# ---- ctrl_pipe ----
ctrl_pipe/m1.png
Scale: 4 px per µm. Supply wires on this layer in gray.
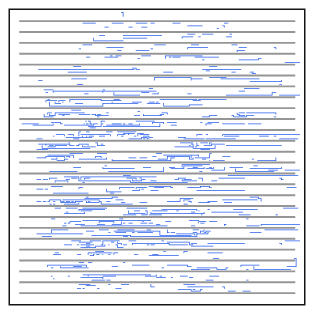

==> src/rtl/ctrl_pipe.sv <==
// rtl/ctrl_pipe.sv - pipelined MIPS main control, load-use stall, fetch flush; optional forwarding via CTRL_PIPE_FWD_EN
module ctrl_pipe #(
  parameter int OPC_W  = 6,
  parameter int REG_W  = 5,
  parameter int CTRL_W = 11
) (
  input  logic              clk,
  input  logic              rst_n,
  input  logic              id_valid,
  input  logic [OPC_W-1:0]  id_opcode,
  input  logic [REG_W-1:0]  id_rs,
  input  logic [REG_W-1:0]  id_rt,
  input  logic [REG_W-1:0]  id_rd,
  input  logic              ex_branch_taken,
  output logic              stall,
  output logic              if_flush,
  output logic [CTRL_W-1:0] ex_ctrl,
  output logic [CTRL_W-1:0] mem_ctrl,
  output logic [CTRL_W-1:0] wb_ctrl,
  output logic              ex_valid,
  output logic              mem_valid,
  output logic              wb_valid,
  output logic [REG_W-1:0]  ex_dst,
  output logic [REG_W-1:0]  mem_dst,
  output logic [REG_W-1:0]  wb_dst
`ifdef CTRL_PIPE_FWD_EN
  ,
  output logic [1:0]        fwd_a,
  output logic [1:0]        fwd_b
`endif
);

  localparam logic [OPC_W-1:0] OP_R   = OPC_W'(6'b000000);
  localparam logic [OPC_W-1:0] OP_J   = OPC_W'(6'b000010);
  localparam logic [OPC_W-1:0] OP_BEQ = OPC_W'(6'b000100);
  localparam logic [OPC_W-1:0] OP_LW  = OPC_W'(6'b100011);
  localparam logic [OPC_W-1:0] OP_LH  = OPC_W'(6'b100001);
  localparam logic [OPC_W-1:0] OP_LB  = OPC_W'(6'b100000);
  localparam logic [OPC_W-1:0] OP_SW  = OPC_W'(6'b101011);
  localparam logic [OPC_W-1:0] OP_SH  = OPC_W'(6'b101001);
  localparam logic [OPC_W-1:0] OP_SB  = OPC_W'(6'b101000);

  logic [10:0]      dec_base;
  logic [10:0]      dec_word;
  logic [REG_W-1:0] id_dst;
  logic             uses_rt;
  logic             is_jump;
  logic             hazard;
  logic             taken;
  logic             ex_load;

  // Opcode to raw 11-bit control word; unknown opcodes become a no-destination nop
  always_comb begin
    dec_base = 11'h008;
    case (id_opcode)
      OP_R:    dec_base = 11'h003;
      OP_J:    dec_base = 11'h400;
      OP_BEQ:  dec_base = 11'h200;
      OP_LW:   dec_base = 11'h146;
      OP_LH:   dec_base = 11'h156;
      OP_LB:   dec_base = 11'h166;
      OP_SW:   dec_base = 11'h084;
      OP_SH:   dec_base = 11'h094;
      OP_SB:   dec_base = 11'h0A4;
      default: dec_base = 11'h008;
    endcase
  end

  // Pick destination and demote writes to r0 into nop_dst so later stages never forward or hazard on r0
  always_comb begin
    dec_word = dec_base;
    id_dst   = dec_base[0] ? id_rd : id_rt;
    if (dec_base[1] && (id_dst == '0)) begin
      dec_word[1] = 1'b0;
      dec_word[3] = 1'b1;
    end
  end

  // rt is a source operand only for R-type, beq and stores; loads write it instead
  assign uses_rt = (id_opcode == OP_R) || (id_opcode == OP_BEQ) ||
                   (id_opcode == OP_SW) || (id_opcode == OP_SH) || (id_opcode == OP_SB);
  assign is_jump = id_valid && (id_opcode == OP_J);

  assign taken  = ex_valid && ex_ctrl[9] && ex_branch_taken;
  assign hazard = ex_valid && ex_ctrl[8] && (ex_dst != '0) && id_valid &&
                  ((ex_dst == id_rs) || ((ex_dst == id_rt) && uses_rt));

  // A taken branch squashes ID, so a hazard against the squashed instruction is moot
  assign stall    = hazard && !taken;
  assign if_flush = taken || (is_jump && !stall);
  assign ex_load  = id_valid && !stall && !taken;

  // ID/EX register: take the decoded instruction or insert a bubble
  always_ff @(posedge clk or negedge rst_n) begin
    if (!rst_n) begin
      ex_ctrl  <= '0;
      ex_valid <= 1'b0;
      ex_dst   <= '0;
    end else if (ex_load) begin
      ex_ctrl  <= CTRL_W'(dec_word);
      ex_valid <= 1'b1;
      ex_dst   <= id_dst;
    end else begin
      ex_ctrl  <= '0;
      ex_valid <= 1'b0;
      ex_dst   <= '0;
    end
  end

  // EX/MEM and MEM/WB registers advance every cycle
  always_ff @(posedge clk or negedge rst_n) begin
    if (!rst_n) begin
      mem_ctrl  <= '0;
      mem_valid <= 1'b0;
      mem_dst   <= '0;
      wb_ctrl   <= '0;
      wb_valid  <= 1'b0;
      wb_dst    <= '0;
    end else begin
      mem_ctrl  <= ex_ctrl;
      mem_valid <= ex_valid;
      mem_dst   <= ex_dst;
      wb_ctrl   <= mem_ctrl;
      wb_valid  <= mem_valid;
      wb_dst    <= mem_dst;
    end
  end

`ifdef CTRL_PIPE_FWD_EN
  logic [REG_W-1:0] ex_rs;
  logic [REG_W-1:0] ex_rt;

  // EX-stage source registers follow the same load/bubble rule as the control word
  always_ff @(posedge clk or negedge rst_n) begin
    if (!rst_n) begin
      ex_rs <= '0;
      ex_rt <= '0;
    end else if (ex_load) begin
      ex_rs <= id_rs;
      ex_rt <= id_rt;
    end else begin
      ex_rs <= '0;
      ex_rt <= '0;
    end
  end

  // Forward select per operand; the younger MEM result wins over WB
  always_comb begin
    fwd_a = 2'b00;
    fwd_b = 2'b00;
    if (ex_rs != '0) begin
      if (mem_valid && mem_ctrl[1] && (mem_dst == ex_rs))   fwd_a = 2'b10;
      else if (wb_valid && wb_ctrl[1] && (wb_dst == ex_rs)) fwd_a = 2'b01;
    end
    if (ex_rt != '0) begin
      if (mem_valid && mem_ctrl[1] && (mem_dst == ex_rt))   fwd_b = 2'b10;
      else if (wb_valid && wb_ctrl[1] && (wb_dst == ex_rt)) fwd_b = 2'b01;
    end
  end
`endif

endmodule

==> config.mk <==
export PLATFORM = sky130hd
export DESIGN_NAME = ctrl_pipe
export DESIGN_NICKNAME = d
export VERILOG_FILES = /design/src/rtl/ctrl_pipe.sv
export SDC_FILE = /design/constraint.sdc
export NUM_CORES = 1
export LEC_CHECK = 0
export ABC_AREA = 1
export CAP_MARGIN = 10
export CORE_MARGIN = 2
export CORE_UTILIZATION = 38
export DETAILED_ROUTE_END_ITERATION = 8
export PLACE_DENSITY_LB_ADDON = 0.15
export SETUP_SLACK_MARGIN = 0.3
export SYNTH_ARGS = -nofsm -noshare
export SYNTH_HDL_FRONTEND = slang
export SYNTH_SLANG_ARGS = --single-unit
export TNS_END_PERCENT = 20
==> constraint.sdc <==
create_clock -name clk -period 1.3 [get_ports clk]
set_input_delay 0.13 -clock clk [delete_from_list [all_inputs] [get_ports clk]]
set_output_delay 0.13 -clock clk [all_outputs]
set_load 0.01 [all_outputs]
# ---- ssp_slave_frame_deser_flat ----
$ cat config.mk
export PLATFORM = sky130hd
export DESIGN_NAME = ssp_slave_frame_deser_flat
export DESIGN_NICKNAME = d
export VERILOG_FILES = /design/src/rtl/ssp_slave_frame_deser_pkg.sv /design/src/rtl/ssp_slave_frame_deser_if.sv /design/src/rtl/ssp_slave_frame_deser_sync_edge.sv /design/src/rtl/ssp_slave_frame_deser.sv /design/src/flat_wrapper.sv
export SDC_FILE = /design/constraint.sdc
export NUM_CORES = 1
export LEC_CHECK = 0
export CAP_MARGIN = 20
export CORE_MARGIN = 2
export CORE_UTILIZATION = 55
export DETAILED_ROUTE_END_ITERATION = 8
export GPL_TIMING_DRIVEN = 0
export PLACE_DENSITY = 0.8
export SETUP_SLACK_MARGIN = 0.05
export SLEW_MARGIN = 30
export SYNTH_ARGS = -nofsm -noshare
export SYNTH_HDL_FRONTEND = slang
export SYNTH_SLANG_ARGS = --single-unit
$ cat constraint.sdc
create_clock -name Clk -period 6.5 [get_ports Clk]
set_clock_uncertainty 0.15 [all_clocks]
set_input_delay 0.975 -clock Clk [delete_from_list [all_inputs] [get_ports Clk]]
set_output_delay 0.975 -clock Clk [all_outputs]
set_load 0.01 [all_outputs]
$ cat src/rtl/ssp_slave_frame_deser_pkg.sv
`default_nettype none
// ============================================================================
//  Module      : ssp_pkg
//  Description : Shared types and helpers for the SSP slave frame deserialiser.
//  Revision    : 1.0 - initial release
// ============================================================================
package ssp_pkg;

    typedef enum logic [1:0] {
        IDLE = 2'd0,
        HDR  = 2'd1,
        DATA = 2'd2,
        WAIT = 2'd3
    } ssp_state_e;

    // Total frame length: channel + register address + WnR + data.
    function automatic int frame_w(input int ch, input int ra, input int dw);
        return ch + ra + 1 + dw;
    endfunction

    // Channel field width; a single channel needs no field at all.
    function automatic int ch_w(input int num_ch);
        return (num_ch > 1) ? $clog2(num_ch) : 0;
    endfunction

endpackage
`default_nettype wire

$ cat src/rtl/ssp_slave_frame_deser_if.sv
`default_nettype none
// ============================================================================
//  Module      : ssp_slave_frame_deser_if
//  Description : Serial pins plus register-side strobes of the SSP slave.
//  Revision    : 1.0 - initial release
// ============================================================================
interface ssp_slave_frame_deser_if #(
    parameter int NUM_CH = 1,
    parameter int RA_W   = 3,
    parameter int DATA_W = 12
);
    logic              SSEL_n;
    logic              SCK;
    logic              MOSI;
    logic              MISO;
    logic              MISO_oe;
    logic [NUM_CH-1:0] SSP_CH;
    logic [RA_W-1:0]   SSP_RA;
    logic              SSP_WnR;
    logic              SSP_En;
    logic              SSP_EOC;
    logic [DATA_W-1:0] SSP_DI;
    logic [DATA_W-1:0] SSP_DO;
    logic              Frm_Err;

    modport slave (
        input  SSEL_n, SCK, MOSI, SSP_DO,
        output MISO, MISO_oe, SSP_CH, SSP_RA, SSP_WnR, SSP_En, SSP_EOC, SSP_DI, Frm_Err
    );

    modport master (
        output SSEL_n, SCK, MOSI, SSP_DO,
        input  MISO, MISO_oe, SSP_CH, SSP_RA, SSP_WnR, SSP_En, SSP_EOC, SSP_DI, Frm_Err
    );
endinterface
`default_nettype wire

$ cat src/rtl/ssp_slave_frame_deser_sync_edge.sv
`default_nettype none
// ============================================================================
//  Module      : ssp_sync_edge
//  Description : SYNC_N-flop synchroniser with rise/fall detection on the
//                synchronised copy.
//  Revision    : 1.0 - initial release
// ============================================================================
module ssp_sync_edge #(
    parameter int   SYNC_N  = 2,
    parameter logic RST_VAL = 1'b0
) (
    input  logic clk,
    input  logic rst,
    input  logic i_d,
    output logic o_q,
    output logic o_rise,
    output logic o_fall
);
    logic [SYNC_N-1:0] r_sync;
    logic              r_prev;

    // Synchroniser chain plus one history flop for edge detection.
    always_ff @(posedge clk or posedge rst) begin
        if (rst) begin
            r_sync <= {SYNC_N{RST_VAL}};
            r_prev <= RST_VAL;
        end else begin
            r_sync <= {r_sync[SYNC_N-2:0], i_d};
            r_prev <= r_sync[SYNC_N-1];
        end
    end

    assign o_q    = r_sync[SYNC_N-1];
    assign o_rise =  r_sync[SYNC_N-1] & ~r_prev;
    assign o_fall = ~r_sync[SYNC_N-1] &  r_prev;
endmodule
`default_nettype wire

$ cat src/rtl/ssp_slave_frame_deser.sv
`default_nettype none
// ============================================================================
//  Module      : ssp_slave_frame_deser
//  Description : Oversampled SSP slave: deserialises [ch|ra|WnR|data] frames,
//                strobes the register file and serialises read data on MISO.
//  Revision    : 1.0 - initial release
// ============================================================================
module ssp_slave_frame_deser #(
    parameter int NUM_CH = 1,
    parameter int RA_W   = 3,
    parameter int DATA_W = 12,
    parameter int SYNC_N = 2
) (
    input  logic                    Clk,
    input  logic                    Rst,
    ssp_slave_frame_deser_if.slave  bus
);
    import ssp_pkg::*;

    localparam int c_CH_W    = ch_w(NUM_CH);
    localparam int c_HDR_W   = c_CH_W + RA_W + 1;
    localparam int c_FRAME_W = frame_w(c_CH_W, RA_W, DATA_W);
    localparam int c_CNT_W   = $clog2(c_FRAME_W + 1);
    localparam int c_IDX_W   = (c_CH_W > 0) ? c_CH_W : 1;
    localparam logic [NUM_CH-1:0] c_CH_ONE = NUM_CH'(1);

    logic w_sck_q,  w_sck_rise,  w_sck_fall;
    logic w_ssel_q, w_ssel_rise, w_ssel_fall;
    logic w_mosi_q, w_mosi_rise, w_mosi_fall;
    logic w_unused;

    ssp_sync_edge #(.SYNC_N(SYNC_N), .RST_VAL(1'b0)) u_sync_sck (
        .clk(Clk), .rst(Rst), .i_d(bus.SCK),
        .o_q(w_sck_q), .o_rise(w_sck_rise), .o_fall(w_sck_fall)
    );
    ssp_sync_edge #(.SYNC_N(SYNC_N), .RST_VAL(1'b1)) u_sync_ssel (
        .clk(Clk), .rst(Rst), .i_d(bus.SSEL_n),
        .o_q(w_ssel_q), .o_rise(w_ssel_rise), .o_fall(w_ssel_fall)
    );
    ssp_sync_edge #(.SYNC_N(SYNC_N), .RST_VAL(1'b0)) u_sync_mosi (
        .clk(Clk), .rst(Rst), .i_d(bus.MOSI),
        .o_q(w_mosi_q), .o_rise(w_mosi_rise), .o_fall(w_mosi_fall)
    );

    assign w_unused = ^{w_sck_q, w_ssel_rise, w_mosi_rise, w_mosi_fall};

    ssp_state_e          r_state;
    logic                r_err_arm;
    logic [c_CNT_W-1:0]  r_cnt;
    logic [c_HDR_W-2:0]  r_hdr_sr;
    logic [DATA_W-2:0]   r_rx_sr;
    logic [DATA_W-1:0]   r_tx;
    logic                r_load;
    logic                r_ch_ok;
    logic                r_en, r_eoc, r_err;
    logic                r_miso, r_miso_oe;
    logic [NUM_CH-1:0]   r_ch;
    logic [RA_W-1:0]     r_ra;
    logic                r_wnr;
    logic [DATA_W-1:0]   r_di;
    logic [SYNC_N:0]     r_boot;

    // Shift registers viewed with the current MOSI bit appended.
    logic [c_HDR_W-1:0] w_hdr;
    logic [DATA_W-1:0]  w_rx;
    logic [c_IDX_W-1:0] w_ch_idx;
    logic               w_ch_ok;

    assign w_hdr = {r_hdr_sr, w_mosi_q};
    assign w_rx  = {r_rx_sr, w_mosi_q};

    generate
        if (c_CH_W > 0) begin : g_ch_field
            assign w_ch_idx = w_hdr[c_HDR_W-1 -: c_IDX_W];
        end else begin : g_no_ch_field
            assign w_ch_idx = '0;
        end
    endgenerate

    assign w_ch_ok = (int'(w_ch_idx) < NUM_CH);

    // Marks when the synchronisers hold real samples rather than reset values,
    // so a select line held low across reset is never mistaken for a new frame.
    always_ff @(posedge Clk or posedge Rst) begin
        if (Rst) r_boot <= '0;
        else     r_boot <= {r_boot[SYNC_N-1:0], 1'b1};
    end

    // Frame sequencer with registered strobes and serial output.
    always_ff @(posedge Clk or posedge Rst) begin
        if (Rst) begin
            r_state   <= WAIT;
            r_err_arm <= 1'b0;
            r_cnt     <= '0;
            r_hdr_sr  <= '0;
            r_rx_sr   <= '0;
            r_tx      <= '0;
            r_load    <= 1'b0;
            r_ch_ok   <= 1'b0;
            r_en      <= 1'b0;
            r_eoc     <= 1'b0;
            r_err     <= 1'b0;
            r_miso    <= 1'b0;
            r_miso_oe <= 1'b0;
            r_ch      <= '0;
            r_ra      <= '0;
            r_wnr     <= 1'b0;
            r_di      <= '0;
        end else begin
            r_en   <= 1'b0;
            r_eoc  <= 1'b0;
            r_err  <= 1'b0;
            r_load <= 1'b0;
            if (r_load) r_tx <= bus.SSP_DO;
            case (r_state)
                IDLE: begin
                    if (w_ssel_fall) begin
                        r_state <= HDR;
                        r_cnt   <= '0;
                        // A coincident SCK rise is the first header bit.
                        if (w_sck_rise) begin
                            r_hdr_sr <= w_hdr[c_HDR_W-2:0];
                            r_cnt    <= c_CNT_W'(1);
                        end
                    end
                end
                HDR: begin
                    if (w_ssel_q) begin
                        r_err   <= 1'b1;
                        r_state <= IDLE;
                    end else if (w_sck_rise) begin
                        r_hdr_sr <= w_hdr[c_HDR_W-2:0];
                        if (r_cnt == c_CNT_W'(c_HDR_W-1)) begin
                            r_ra      <= w_hdr[RA_W:1];
                            r_wnr     <= w_hdr[0];
                            r_ch_ok   <= w_ch_ok;
                            r_ch      <= w_ch_ok ? (c_CH_ONE << w_ch_idx) : '0;
                            r_en      <= w_ch_ok;
                            r_load    <= w_ch_ok & ~w_hdr[0];
                            r_miso_oe <= w_ch_ok & ~w_hdr[0];
                            r_cnt     <= '0;
                            r_state   <= DATA;
                        end else begin
                            r_cnt <= r_cnt + c_CNT_W'(1);
                        end
                    end
                end
                DATA: begin
                    if (w_ssel_q) begin
                        r_err     <= 1'b1;
                        r_miso_oe <= 1'b0;
                        r_miso    <= 1'b0;
                        r_state   <= IDLE;
                    end else begin
                        if (w_sck_fall && r_miso_oe) begin
                            r_miso <= r_tx[DATA_W-1];
                            r_tx   <= {r_tx[DATA_W-2:0], 1'b0};
                        end
                        if (w_sck_rise) begin
                            r_rx_sr <= w_rx[DATA_W-2:0];
                            if (r_cnt == c_CNT_W'(DATA_W-1)) begin
                                if (r_ch_ok) begin
                                    r_eoc <= 1'b1;
                                    if (r_wnr) r_di <= w_rx;
                                end else begin
                                    r_err <= 1'b1;
                                end
                                r_miso_oe <= 1'b0;
                                r_miso    <= 1'b0;
                                r_err_arm <= 1'b1;
                                r_state   <= WAIT;
                            end else begin
                                r_cnt <= r_cnt + c_CNT_W'(1);
                            end
                        end
                    end
                end
                WAIT: begin
                    if (w_ssel_q && r_boot[SYNC_N]) begin
                        r_err_arm <= 1'b0;
                        r_state   <= IDLE;
                    end else if (w_sck_rise && r_err_arm) begin
                        r_err <= 1'b1;
                    end
                end
                default: r_state <= WAIT;
            endcase
        end
    end

    assign bus.MISO    = r_miso;
    assign bus.MISO_oe = r_miso_oe;
    assign bus.SSP_CH  = r_ch;
    assign bus.SSP_RA  = r_ra;
    assign bus.SSP_WnR = r_wnr;
    assign bus.SSP_En  = r_en;
    assign bus.SSP_EOC = r_eoc;
    assign bus.SSP_DI  = r_di;
    assign bus.Frm_Err = r_err;
endmodule
`default_nettype wire

$ cat src/flat_wrapper.sv
// flat-port wrapper written by rule: the top's interface ports become plain ports
module ssp_slave_frame_deser_flat import ssp_pkg::*;
#(
    parameter int NUM_CH = 1,
    parameter int RA_W   = 3,
    parameter int DATA_W = 12,
    parameter int SYNC_N = 2
)
  (Clk, Rst, bus_SSEL_n, bus_SCK, bus_MOSI, bus_SSP_DO, bus_MISO, bus_MISO_oe, bus_SSP_CH, bus_SSP_RA, bus_SSP_WnR, bus_SSP_En, bus_SSP_EOC, bus_SSP_DI, bus_Frm_Err);
  ssp_slave_frame_deser_if #(.NUM_CH(NUM_CH), .RA_W(RA_W), .DATA_W(DATA_W)) bus_i ();
  input  logic Clk;
  input  logic Rst;
  input wire logic [$bits(bus_i.SSEL_n)-1:0] bus_SSEL_n;
  input wire logic [$bits(bus_i.SCK)-1:0] bus_SCK;
  input wire logic [$bits(bus_i.MOSI)-1:0] bus_MOSI;
  input wire logic [$bits(bus_i.SSP_DO)-1:0] bus_SSP_DO;
  output wire logic [$bits(bus_i.MISO)-1:0] bus_MISO;
  output wire logic [$bits(bus_i.MISO_oe)-1:0] bus_MISO_oe;
  output wire logic [$bits(bus_i.SSP_CH)-1:0] bus_SSP_CH;
  output wire logic [$bits(bus_i.SSP_RA)-1:0] bus_SSP_RA;
  output wire logic [$bits(bus_i.SSP_WnR)-1:0] bus_SSP_WnR;
  output wire logic [$bits(bus_i.SSP_En)-1:0] bus_SSP_En;
  output wire logic [$bits(bus_i.SSP_EOC)-1:0] bus_SSP_EOC;
  output wire logic [$bits(bus_i.SSP_DI)-1:0] bus_SSP_DI;
  output wire logic [$bits(bus_i.Frm_Err)-1:0] bus_Frm_Err;
  assign bus_i.SSEL_n = bus_SSEL_n;
  assign bus_i.SCK = bus_SCK;
  assign bus_i.MOSI = bus_MOSI;
  assign bus_i.SSP_DO = bus_SSP_DO;
  assign bus_MISO = bus_i.MISO;
  assign bus_MISO_oe = bus_i.MISO_oe;
  assign bus_SSP_CH = bus_i.SSP_CH;
  assign bus_SSP_RA = bus_i.SSP_RA;
  assign bus_SSP_WnR = bus_i.SSP_WnR;
  assign bus_SSP_En = bus_i.SSP_En;
  assign bus_SSP_EOC = bus_i.SSP_EOC;
  assign bus_SSP_DI = bus_i.SSP_DI;
  assign bus_Frm_Err = bus_i.Frm_Err;
  ssp_slave_frame_deser #(.NUM_CH(NUM_CH), .RA_W(RA_W), .DATA_W(DATA_W), .SYNC_N(SYNC_N)) u_core (.Clk(Clk), .Rst(Rst), .bus(bus_i));
endmodule
# ---- calculator_core ----
--- config.mk ---
export PLATFORM = sky130hd
export DESIGN_NAME = calculator_core
export DESIGN_NICKNAME = d
export VERILOG_FILES = /design/src/rtl/calculator_core.sv
export SDC_FILE = /design/constraint.sdc
export NUM_CORES = 1
export LEC_CHECK = 0
export CAP_MARGIN = 20
export CORE_UTILIZATION = 25
export DETAILED_ROUTE_END_ITERATION = 10
export PLACE_DENSITY = 0.51
export SETUP_SLACK_MARGIN = 0.4
export SYNTH_ARGS = -nofsm -noshare
export SYNTH_HDL_FRONTEND = slang
export SYNTH_SLANG_ARGS = --single-unit
--- constraint.sdc ---
create_clock -name clk -period 19.7 [get_ports clk]
set_clock_uncertainty 0.1 [all_clocks]
set_input_delay 1.97 -clock clk [delete_from_list [all_inputs] [get_ports clk]]
set_output_delay 1.97 -clock clk [all_outputs]
set_load 0.05 [all_outputs]
--- src/rtl/calculator_core.sv ---
// calculator_core: registered 8-operation unsigned calculator with a one-cycle
// latency, a valid strobe and a divide-by-zero error flag.
module calculator_core #(
    parameter int unsigned WIDTH = 4
) (
    input  logic                 clk,
    input  logic                 rst,
    input  logic                 in_valid,
    input  logic [WIDTH-1:0]     a,
    input  logic [WIDTH-1:0]     b,
    input  logic [2:0]           oper,
    output logic [2*WIDTH-1:0]   out,
    output logic                 out_valid,
    output logic                 err
);

    localparam int unsigned RW = 2 * WIDTH;

    localparam logic [2:0] OP_ADD = 3'b000;
    localparam logic [2:0] OP_SUB = 3'b001;
    localparam logic [2:0] OP_MUL = 3'b010;
    localparam logic [2:0] OP_DIV = 3'b011;
    localparam logic [2:0] OP_MOD = 3'b100;
    localparam logic [2:0] OP_AND = 3'b101;
    localparam logic [2:0] OP_OR  = 3'b110;
    localparam logic [2:0] OP_XOR = 3'b111;

    logic [RW-1:0] w_a_ext;
    logic [RW-1:0] w_b_ext;
    logic          w_b_zero;
    logic [RW-1:0] w_result;
    logic          w_err;

    logic [RW-1:0] r_out;
    logic          r_out_valid;
    logic          r_err;

    // Operands are zero-extended to the result width before any operation.
    assign w_a_ext  = RW'(a);
    assign w_b_ext  = RW'(b);
    assign w_b_zero = (b == '0);

    // Combinational datapath; a zero divisor never reaches the divider.
    always_comb begin
        w_result = '0;
        w_err    = 1'b0;
        case (oper)
            OP_ADD: w_result = w_a_ext + w_b_ext;
            OP_SUB: w_result = w_a_ext - w_b_ext;
            OP_MUL: w_result = w_a_ext * w_b_ext;
            OP_DIV: begin
                if (w_b_zero) begin
                    w_result = '1;
                    w_err    = 1'b1;
                end else begin
                    w_result = w_a_ext / w_b_ext;
                end
            end
            OP_MOD: begin
                if (w_b_zero) begin
                    w_result = '1;
                    w_err    = 1'b1;
                end else begin
                    w_result = w_a_ext % w_b_ext;
                end
            end
            OP_AND: w_result = w_a_ext & w_b_ext;
            OP_OR:  w_result = w_a_ext | w_b_ext;
            OP_XOR: w_result = w_a_ext ^ w_b_ext;
            default: begin
                w_result = '0;
                w_err    = 1'b0;
            end
        endcase
    end

    // Result register: captures on accepted input, holds otherwise; reset wins.
    always_ff @(posedge clk) begin
        if (rst) begin
            r_out       <= '0;
            r_out_valid <= 1'b0;
            r_err       <= 1'b0;
        end else begin
            r_out_valid <= in_valid;
            if (in_valid) begin
                r_out <= w_result;
                r_err <= w_err;
            end
        end
    end

    assign out       = r_out;
    assign out_valid = r_out_valid;
    assign err       = r_err;

endmodule

# ---- finger_box_scanner ----
<file path="src/rtl/finger_box_scanner.sv">
// Raster-scans one binary frame and counts hand pixels inside NUM_BOX programmable
// boxes; at end of frame each count is thresholded into a per-finger open flag.
module finger_box_scanner #(
  parameter int IMG_W   = 120,
  parameter int IMG_H   = 160,
  parameter int COORD_W = 8,
  parameter int NUM_BOX = 5,
  parameter int CNT_W   = 10,
  parameter int IDX_W   = 3,
  parameter int NCNT_W  = 3
) (
  input  logic               clk,
  input  logic               rst,
  input  logic               frame_start,
  input  logic               pixel_valid,
  input  logic               object_image,
  input  logic               cfg_we,
  input  logic [IDX_W-1:0]   cfg_idx,
  input  logic               cfg_en,
  input  logic [COORD_W-1:0] cfg_left,
  input  logic [COORD_W-1:0] cfg_right,
  input  logic [COORD_W-1:0] cfg_top,
  input  logic [COORD_W-1:0] cfg_bottom,
  input  logic [CNT_W-1:0]   cfg_thresh,
  output logic [NUM_BOX-1:0] finger_status,
  output logic [NCNT_W-1:0]  finger_count,
  output logic               status_valid,
  output logic               busy
);

  typedef enum logic [1:0] {IDLE, SCAN, DONE} state_t;

  localparam logic [COORD_W-1:0] LAST_COL = COORD_W'(IMG_W - 1);
  localparam logic [COORD_W-1:0] LAST_ROW = COORD_W'(IMG_H - 1);

  state_t state, state_next;

  logic [COORD_W-1:0] row, col;
  logic [CNT_W-1:0]   count      [NUM_BOX];
  logic [CNT_W-1:0]   count_next [NUM_BOX];
  logic [NUM_BOX-1:0] box_en;
  logic [COORD_W-1:0] box_left   [NUM_BOX];
  logic [COORD_W-1:0] box_right  [NUM_BOX];
  logic [COORD_W-1:0] box_top    [NUM_BOX];
  logic [COORD_W-1:0] box_bottom [NUM_BOX];
  logic [CNT_W-1:0]   box_thresh [NUM_BOX];
  logic [NUM_BOX-1:0] status_next;
  logic [NCNT_W-1:0]  ones_next;
  logic               accept, last_pixel;

  // A restart pulse wins over any pixel presented in the same cycle.
  assign accept     = (state == SCAN) && pixel_valid && !frame_start;
  assign last_pixel = accept && (row == LAST_ROW) && (col == LAST_COL);

  assign busy         = (state == SCAN);
  assign status_valid = (state == DONE);

  always_ff @(posedge clk or posedge rst) begin
    if (rst) state <= IDLE;
    else     state <= state_next;
  end

  always_comb begin
    state_next = state;
    case (state)
      IDLE:    if (frame_start) state_next = SCAN;
      SCAN:    if (last_pixel)  state_next = DONE;
      DONE:    state_next = frame_start ? SCAN : IDLE;
      default: state_next = IDLE;
    endcase
  end

  // Inverted boxes (left>right or top>bottom) fail the range test on their own.
  always_comb begin
    for (int i = 0; i < NUM_BOX; i++) begin
      count_next[i] = count[i];
      if (box_en[i] && object_image &&
          (col >= box_left[i]) && (col <= box_right[i]) &&
          (row >= box_top[i])  && (row <= box_bottom[i]) &&
          (count[i] != {CNT_W{1'b1}}))
        count_next[i] = count[i] + CNT_W'(1);
    end
  end

  always_comb begin
    ones_next = '0;
    for (int i = 0; i < NUM_BOX; i++) begin
      status_next[i] = box_en[i] && (count_next[i] > box_thresh[i]);
      ones_next      = ones_next + NCNT_W'(status_next[i]);
    end
  end

  always_ff @(posedge clk or posedge rst) begin
    if (rst) begin
      row           <= '0;
      col           <= '0;
      finger_status <= '0;
      finger_count  <= '0;
      box_en        <= '0;
      for (int i = 0; i < NUM_BOX; i++) begin
        count[i]      <= '0;
        box_left[i]   <= '0;
        box_right[i]  <= '0;
        box_top[i]    <= '0;
        box_bottom[i] <= '0;
        box_thresh[i] <= '0;
      end
    end else begin
      if (frame_start) begin
        row <= '0;
        col <= '0;
        for (int i = 0; i < NUM_BOX; i++) count[i] <= '0;
      end else if (accept) begin
        for (int i = 0; i < NUM_BOX; i++) count[i] <= count_next[i];
        if (col == LAST_COL) begin
          col <= '0;
          row <= (row == LAST_ROW) ? '0 : row + COORD_W'(1);
        end else begin
          col <= col + COORD_W'(1);
        end
      end

      if (last_pixel) begin
        finger_status <= status_next;
        finger_count  <= ones_next;
      end

      // Geometry is frozen while scanning; out-of-range indices match no box.
      if (cfg_we && (state != SCAN)) begin
        for (int i = 0; i < NUM_BOX; i++) begin
          if (cfg_idx == IDX_W'(i)) begin
            box_en[i]     <= cfg_en;
            box_left[i]   <= cfg_left;
            box_right[i]  <= cfg_right;
            box_top[i]    <= cfg_top;
            box_bottom[i] <= cfg_bottom;
            box_thresh[i] <= cfg_thresh;
          end
        end
      end
    end
  end

endmodule
</file>
<file path="config.mk">
export PLATFORM = sky130hd
export DESIGN_NAME = finger_box_scanner
export DESIGN_NICKNAME = d
export VERILOG_FILES = /design/src/rtl/finger_box_scanner.sv
export SDC_FILE = /design/constraint.sdc
export NUM_CORES = 1
export LEC_CHECK = 0
export CAP_MARGIN = 10
export CORE_ASPECT_RATIO = 0.5
export CORE_MARGIN = 5
export CORE_UTILIZATION = 35
export DETAILED_ROUTE_END_ITERATION = 12
export GPL_TIMING_DRIVEN = 0
export MAX_ROUTING_LAYER = met4
export SYNTH_ARGS = -nofsm -noshare
export SYNTH_HDL_FRONTEND = slang
export SYNTH_SLANG_ARGS = --single-unit
</file>
<file path="constraint.sdc">
create_clock -name clk -period 12.2 [get_ports clk]
set_input_delay 1.83 -clock clk [delete_from_list [all_inputs] [get_ports clk]]
set_output_delay 1.83 -clock clk [all_outputs]
set_load 0.01 [all_outputs]
</file>

==> gallery <==
Placement view.
panel A
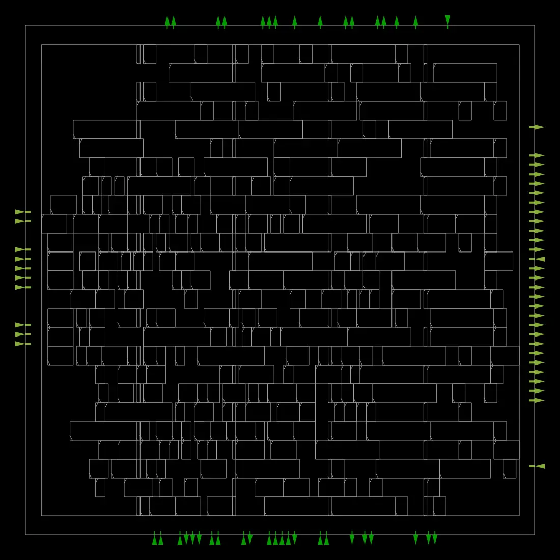
panel B
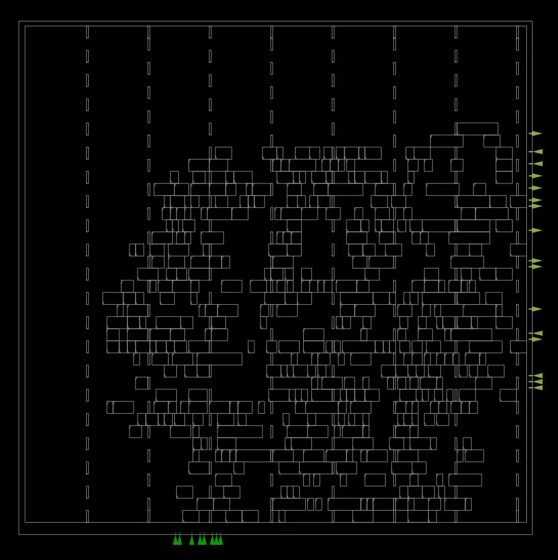
panel C
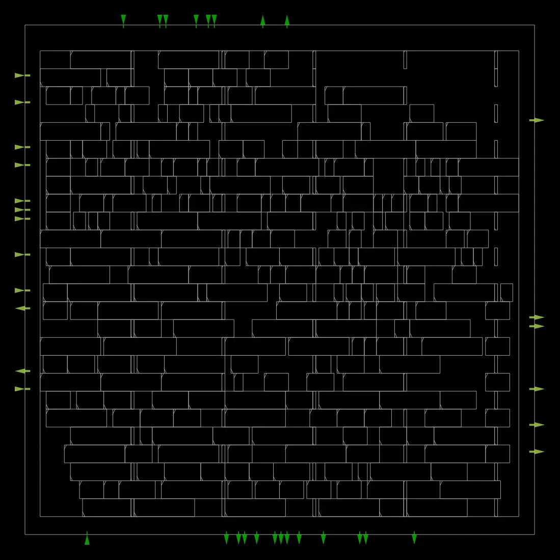
ssp_slave_frame_deser_flat: panel C
calculator_core: panel B
ctrl_pipe: panel A

ssp_slave_frame_deser_flat/m4.png
Scale: 4 px per µm. Supply wires on this layer in gray.
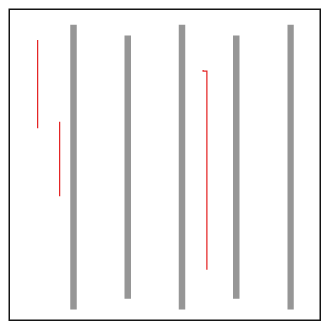
nets with wire on the layer: 2
share of all routed wire: 1.8%
final wirelength: 4960 µm
vias: 1,828

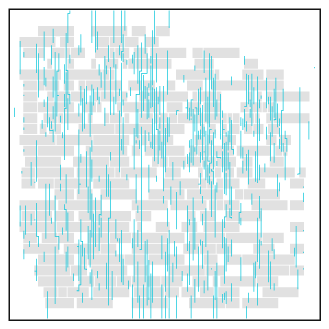
ssp_slave_frame_deser_flat/m2.png
Scale: 4 px per µm.
longest straight run: 30.6 µm
wire length on this layer: 2,330 µm
main direction: vertical
share of all routed wire: 47%
GRT met2 Usage: 0.277

==> results.tsv, ssp_slave_frame_deser_flat <==
stage	metric	value	unit
job	drv_cap	0	
pwr	p_seq_frac	0.478	
job	warnings	29	
sta	min_period	2400	ps
cells_and_area	n_all_buffers	47	
cells_and_area	post-route-cell-area	3640	µm²
cells_and_area	finalCoreUtilization	0.709	
pwr	p_comb_frac	0.203	
cells_and_area	flops	68	
pwr	switching_share	0.281	
synthesis	netlist_area	2960	µm²
grt	busiest_layer	met2	
sta	hold_slack	195	ps
run_status	status	completed	
cells_and_area	nNetsFinal	295	
die	fp.coreArea	5140	µm²
setup_path	path_cells	clkdlybuf4s50_1	
placement	dp_hpwl	3500	µm
synthesis	synth_top_area_share	0.533	
cells_and_area	dominant_cells	flip-flops and latches	
sta	setup_tns	0	ps
setup_path	worstPathArrival	1280	ps
synthesis	yosys_warnings	0	
die	die_width	77.4	µm
placement	routabilityCongestion	0.864	
cells_and_area	comb_cells	141	
cells_and_area	drive_gt1_frac	0.255	
synthesis	yosysChipArea	2960	µm²
clocking	ctsHoldBuffers	0	
routing	routedWlPerCell	14.3	µm
cells_and_area	inverters	6	
routing	routed_via_density	5.25	
cells_and_area	buf_share	0.123	
routing	drt-met1-wl	2400	µm
grt	grt_pass1_vias	1859	
die	fp_util	0.576	
die	n_tap_cell	70	
setup_path	reg2reg_from	u_core.r_state[1]$_DFFE_PP1P_	
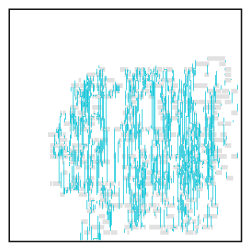
calculator_core/m2.png
Scale: 2 px per µm.
wire length on this layer: 4,320 µm
main direction: vertical

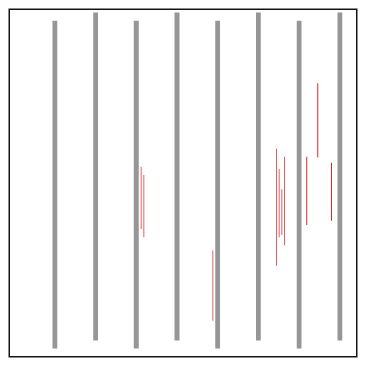
calculator_core/m4.png
Scale: 3 px per µm. Supply wires on this layer in gray.
wire length on this layer: 235 µm
longest straight run: 38.8 µm

==> results.tsv, calculator_core <==
stage	metric	value	unit
sta	setup_violations	0	
synthesis	top_area_cell	ha_1	
synthesis	syn_area_per_cell	7.65	µm²
cells_and_area	layout.cells.most_common_list	ha_1, nor2_1, inv_1, a21oi_1, nand2_1	
run_status	status	completed	
sta	min_period	13110	ps
grt	grt_use_met1	0.199	
die	fp_util	0.256	
setup_path	worstRegToRegCells	4	
synthesis	edf_count	0	
setup_path	critPathMaxFanout	10	
synthesis	yosys_warnings	0	
grt	busiest_layer	met2	
pwr	p_total	0.000255	W
synthesis	yosys_cells	420	
placement	placed_cells	606	
pwr	seq-power	0.0000245	W
routing	first_pass_iters	5	
setup_path	slowest_stage	clkdlybuf4s50_1	
sta	timing.fmax	76.3	MHz
pwr	p_seq_frac	0.096	
sta	worstMarginPinSlew	754	ps
clocking	cts_buffers	3	
cells_and_area	inverters	33	
sta	hold_viol_final	0	
pwr	switching_share	0.483	
synthesis	top_logic_kind	AND-OR/OR-AND gates	
grt	antenna_found_initial	0	
grt	grt_start_max_net_pins	20	
routing	met3_wirelength	517	µm
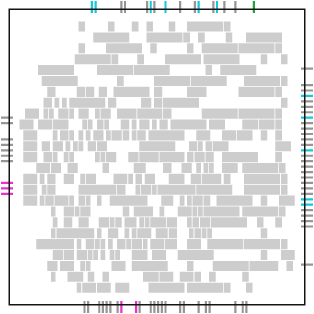
ctrl_pipe/pinout.png
Scale: 4 px per µm. Pins as bars across the die edge, other pins in gray.
[clk] green | pins: 1 | direction: input | edge: north
[ex_ctrl] cyan | pins: 11 | direction: output | edge: 6 north, 5 east
[id_rd] magenta | pins: 5 | direction: input | edge: 3 west, 2 south
die x size: 73.5 µm
IO Port Bufs: 77
DIE HEIGHT: 73.5 µm

Notes on ctrl_pipe/m1.png above:
share of all routed wire: 43%
longest straight run: 25.8 µm
M1 GR Usage: 0.196
vias: 1,548

==> results.tsv, ctrl_pipe <==
stage	metric	value	unit
cells_and_area	top_regs	ex_ctrl x10, mem_ctrl x10, wb_ctrl x10	
pwr	clk-power	0.000857	W
clocking	post_cts_resize_count	211	
synthesis	topCellsByArea	dfrtp_1, nand2_1, inv_1, nor2_2, nand4_1	
sta	final_max_slew_viol_count	0	
grt	gr-usage-met3	0.0316	
pwr	switching_share	0.248	
run_status	violations	negative setup slack	
synthesis	async_reset_ff_frac	1.00	
setup_path	required	1170	ps
setup_path	slowest_stage	dfrtp_2	
synthesis	top_cell	dfrtp_1	
cells_and_area	clkbuf_count	5	
cells_and_area	sh_comb_area	0.184	
min_path	hp-class	in -> async	
routing	first_pass_iters	4	
synthesis	mux_share	0	
grt	grt_pass1_vias	1469	
sta	setup_violations	18	
cells_and_area	flops	48	
run_status	status	finished with violations	
synthesis	yosys_cells	175	
job	drv_cap	0	
synthesis	synth_top_area_share	0.654	
synthesis	compound_area_frac	0.0239	
clocking	clock-sinks	48	
setup_path	crit_type	reg -> out	
pwr	p_sw	0.000704	W
setup_path	cpMostUsedCell	nand2_1	
cells_and_area	n_all_buffers	114	
setup_path	worstPathArrival	1600	ps
clocking	cts_tree	done	
sta	fin_ws	-427	ps
routing	wirelength	3960	µm
cells_and_area	layout.cells.most_common_list	buf_2, dfrtp_1, nand2_1, buf_4, clkdlybuf4s50_1	
setup_path	worstRegToRegCells	9	
synthesis	top_cells_by_count	dfrtp_1, nand2_1, inv_1, nor2_2, nor2_1	
cells_and_area	area.sequential	1210	µm²
pwr	p_comb_frac	0.145	
setup_path	ff2ff_setup_slack	-210	ps
cells_and_area	finalNonFillerCells	348	
sta	worstMarginPinSlew	403	ps
setup_path	crit_end	if_flush	
pwr	p_comb	0.000412	W
sta	finalCritPeriodShare	1.33	
cells_and_area	mostFrequentLayoutCell	buf_2	
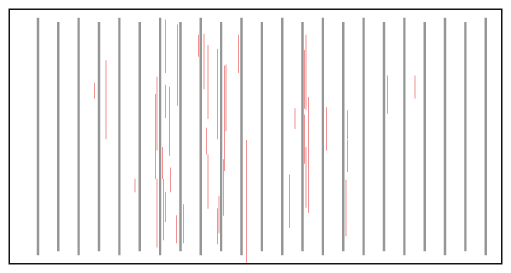
finger_box_scanner/m4.png
Scale: 1.5 px per µm. Supply wires on this layer in gray.
share of all routed wire: 2.8%
longest straight run: 81.6 µm
wire length on this layer: 1,470 µm

==> results.tsv, finger_box_scanner <==
stage	metric	value	unit
pwr	clk-power	0.00111	W
sta	rsz0062_at_grt	no	
clocking	cts_tree	done	
job	warnings	28	
min_path	hp-start	state[0]$_DFFE_PP0P_	
synthesis	netlist_area	17600	µm²
pwr	ir_drop	0.0809	mV
synthesis	synth_top_area_share	0.413	
setup_path	r2r_end	finger_count[1]$_DFFE_PP0P_	
placement	place_ws	5530	ps
placement	placed_cells	2614	
synthesis	synth-main-ff-cell	dfrtp_1	
placement	portBuffers	59	
setup_path	cp_num_buf_inv	2	
die	rows	58	
cells_and_area	top_regs	box_thresh x50, count x50	
cells_and_area	seq_share	0.359	
grt	grt_use_met1	0.264	
setup_path	reg2reg_from	col[3]$_DFFE_PP0P_	
routing	drc	0	
cells_and_area	area.combinational	9290	µm²
cells_and_area	flops	291	
cells_and_area	inverters	210	
setup_path	critPathMaxFanout	15	
sta	finalCritPeriodShare	0.516	
synthesis	yosysChipArea	17600	µm²
sta	worstMarginPinSlew	1170	ps
pwr	p_seq_frac	0.421	
synthesis	yosys_warnings	0	
clocking	cts_buffers	34	
run_status	status	completed	
min_path	min_path_cells	1	
pwr	p_per_area	145	nW/µm²
pwr	p_comb	0.000590	W
cells_and_area	nNetsFinal	2262	
setup_path	crit_type	reg -> reg	
cells_and_area	buf_share	0.0450	
sta	hold_slack	473	ps
synthesis	edf_count	0	


## Gallery

Met1 routing.
Plate I
Scale: 4 px per µm. Supply wires on this layer in gray.
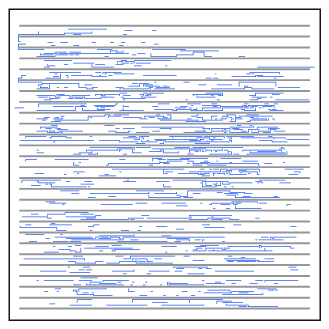
Plate II
Scale: 1.5 px per µm. Supply wires on this layer in gray.
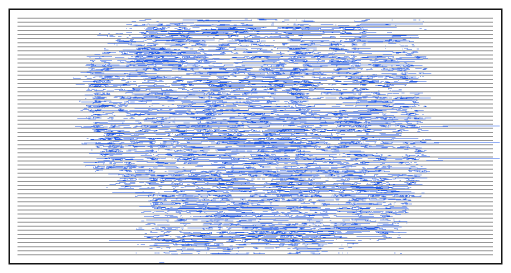
Plate III
Scale: 3 px per µm. Supply wires on this layer in gray.
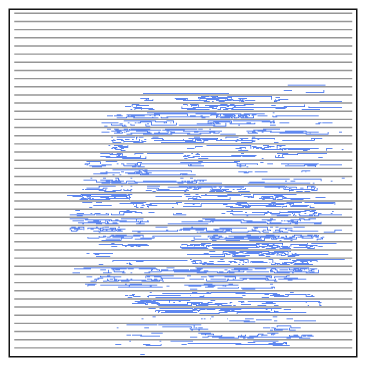
ssp_slave_frame_deser_flat is Plate I.
calculator_core is Plate III.
finger_box_scanner is Plate II.
The one with the smallest die is Plate I.
The one with the largest die is Plate II.


==> screenshots <==
The metal 3 layer.
picture 1
Scale: 4 px per µm.
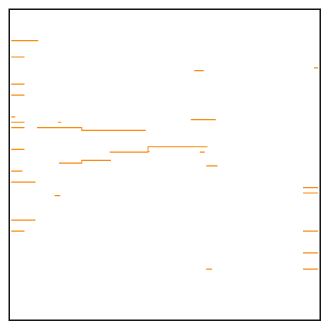
picture 2
Scale: 1.5 px per µm.
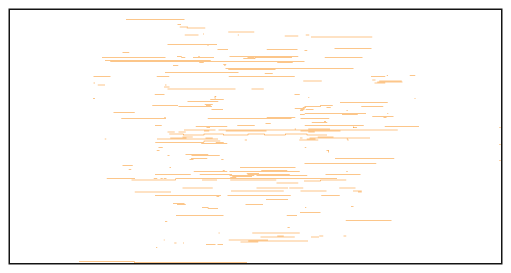
picture 3
Scale: 4 px per µm.
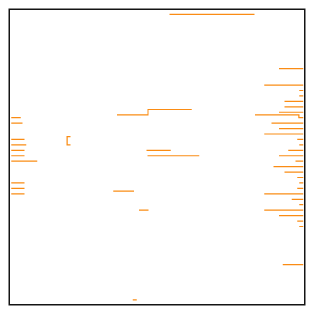
picture 4
Scale: 3 px per µm.
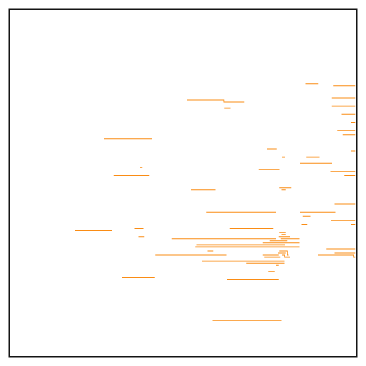
ctrl_pipe -> picture 3
calculator_core -> picture 4
ssp_slave_frame_deser_flat -> picture 1
finger_box_scanner -> picture 2

Power and IR drop assume default switching activity.
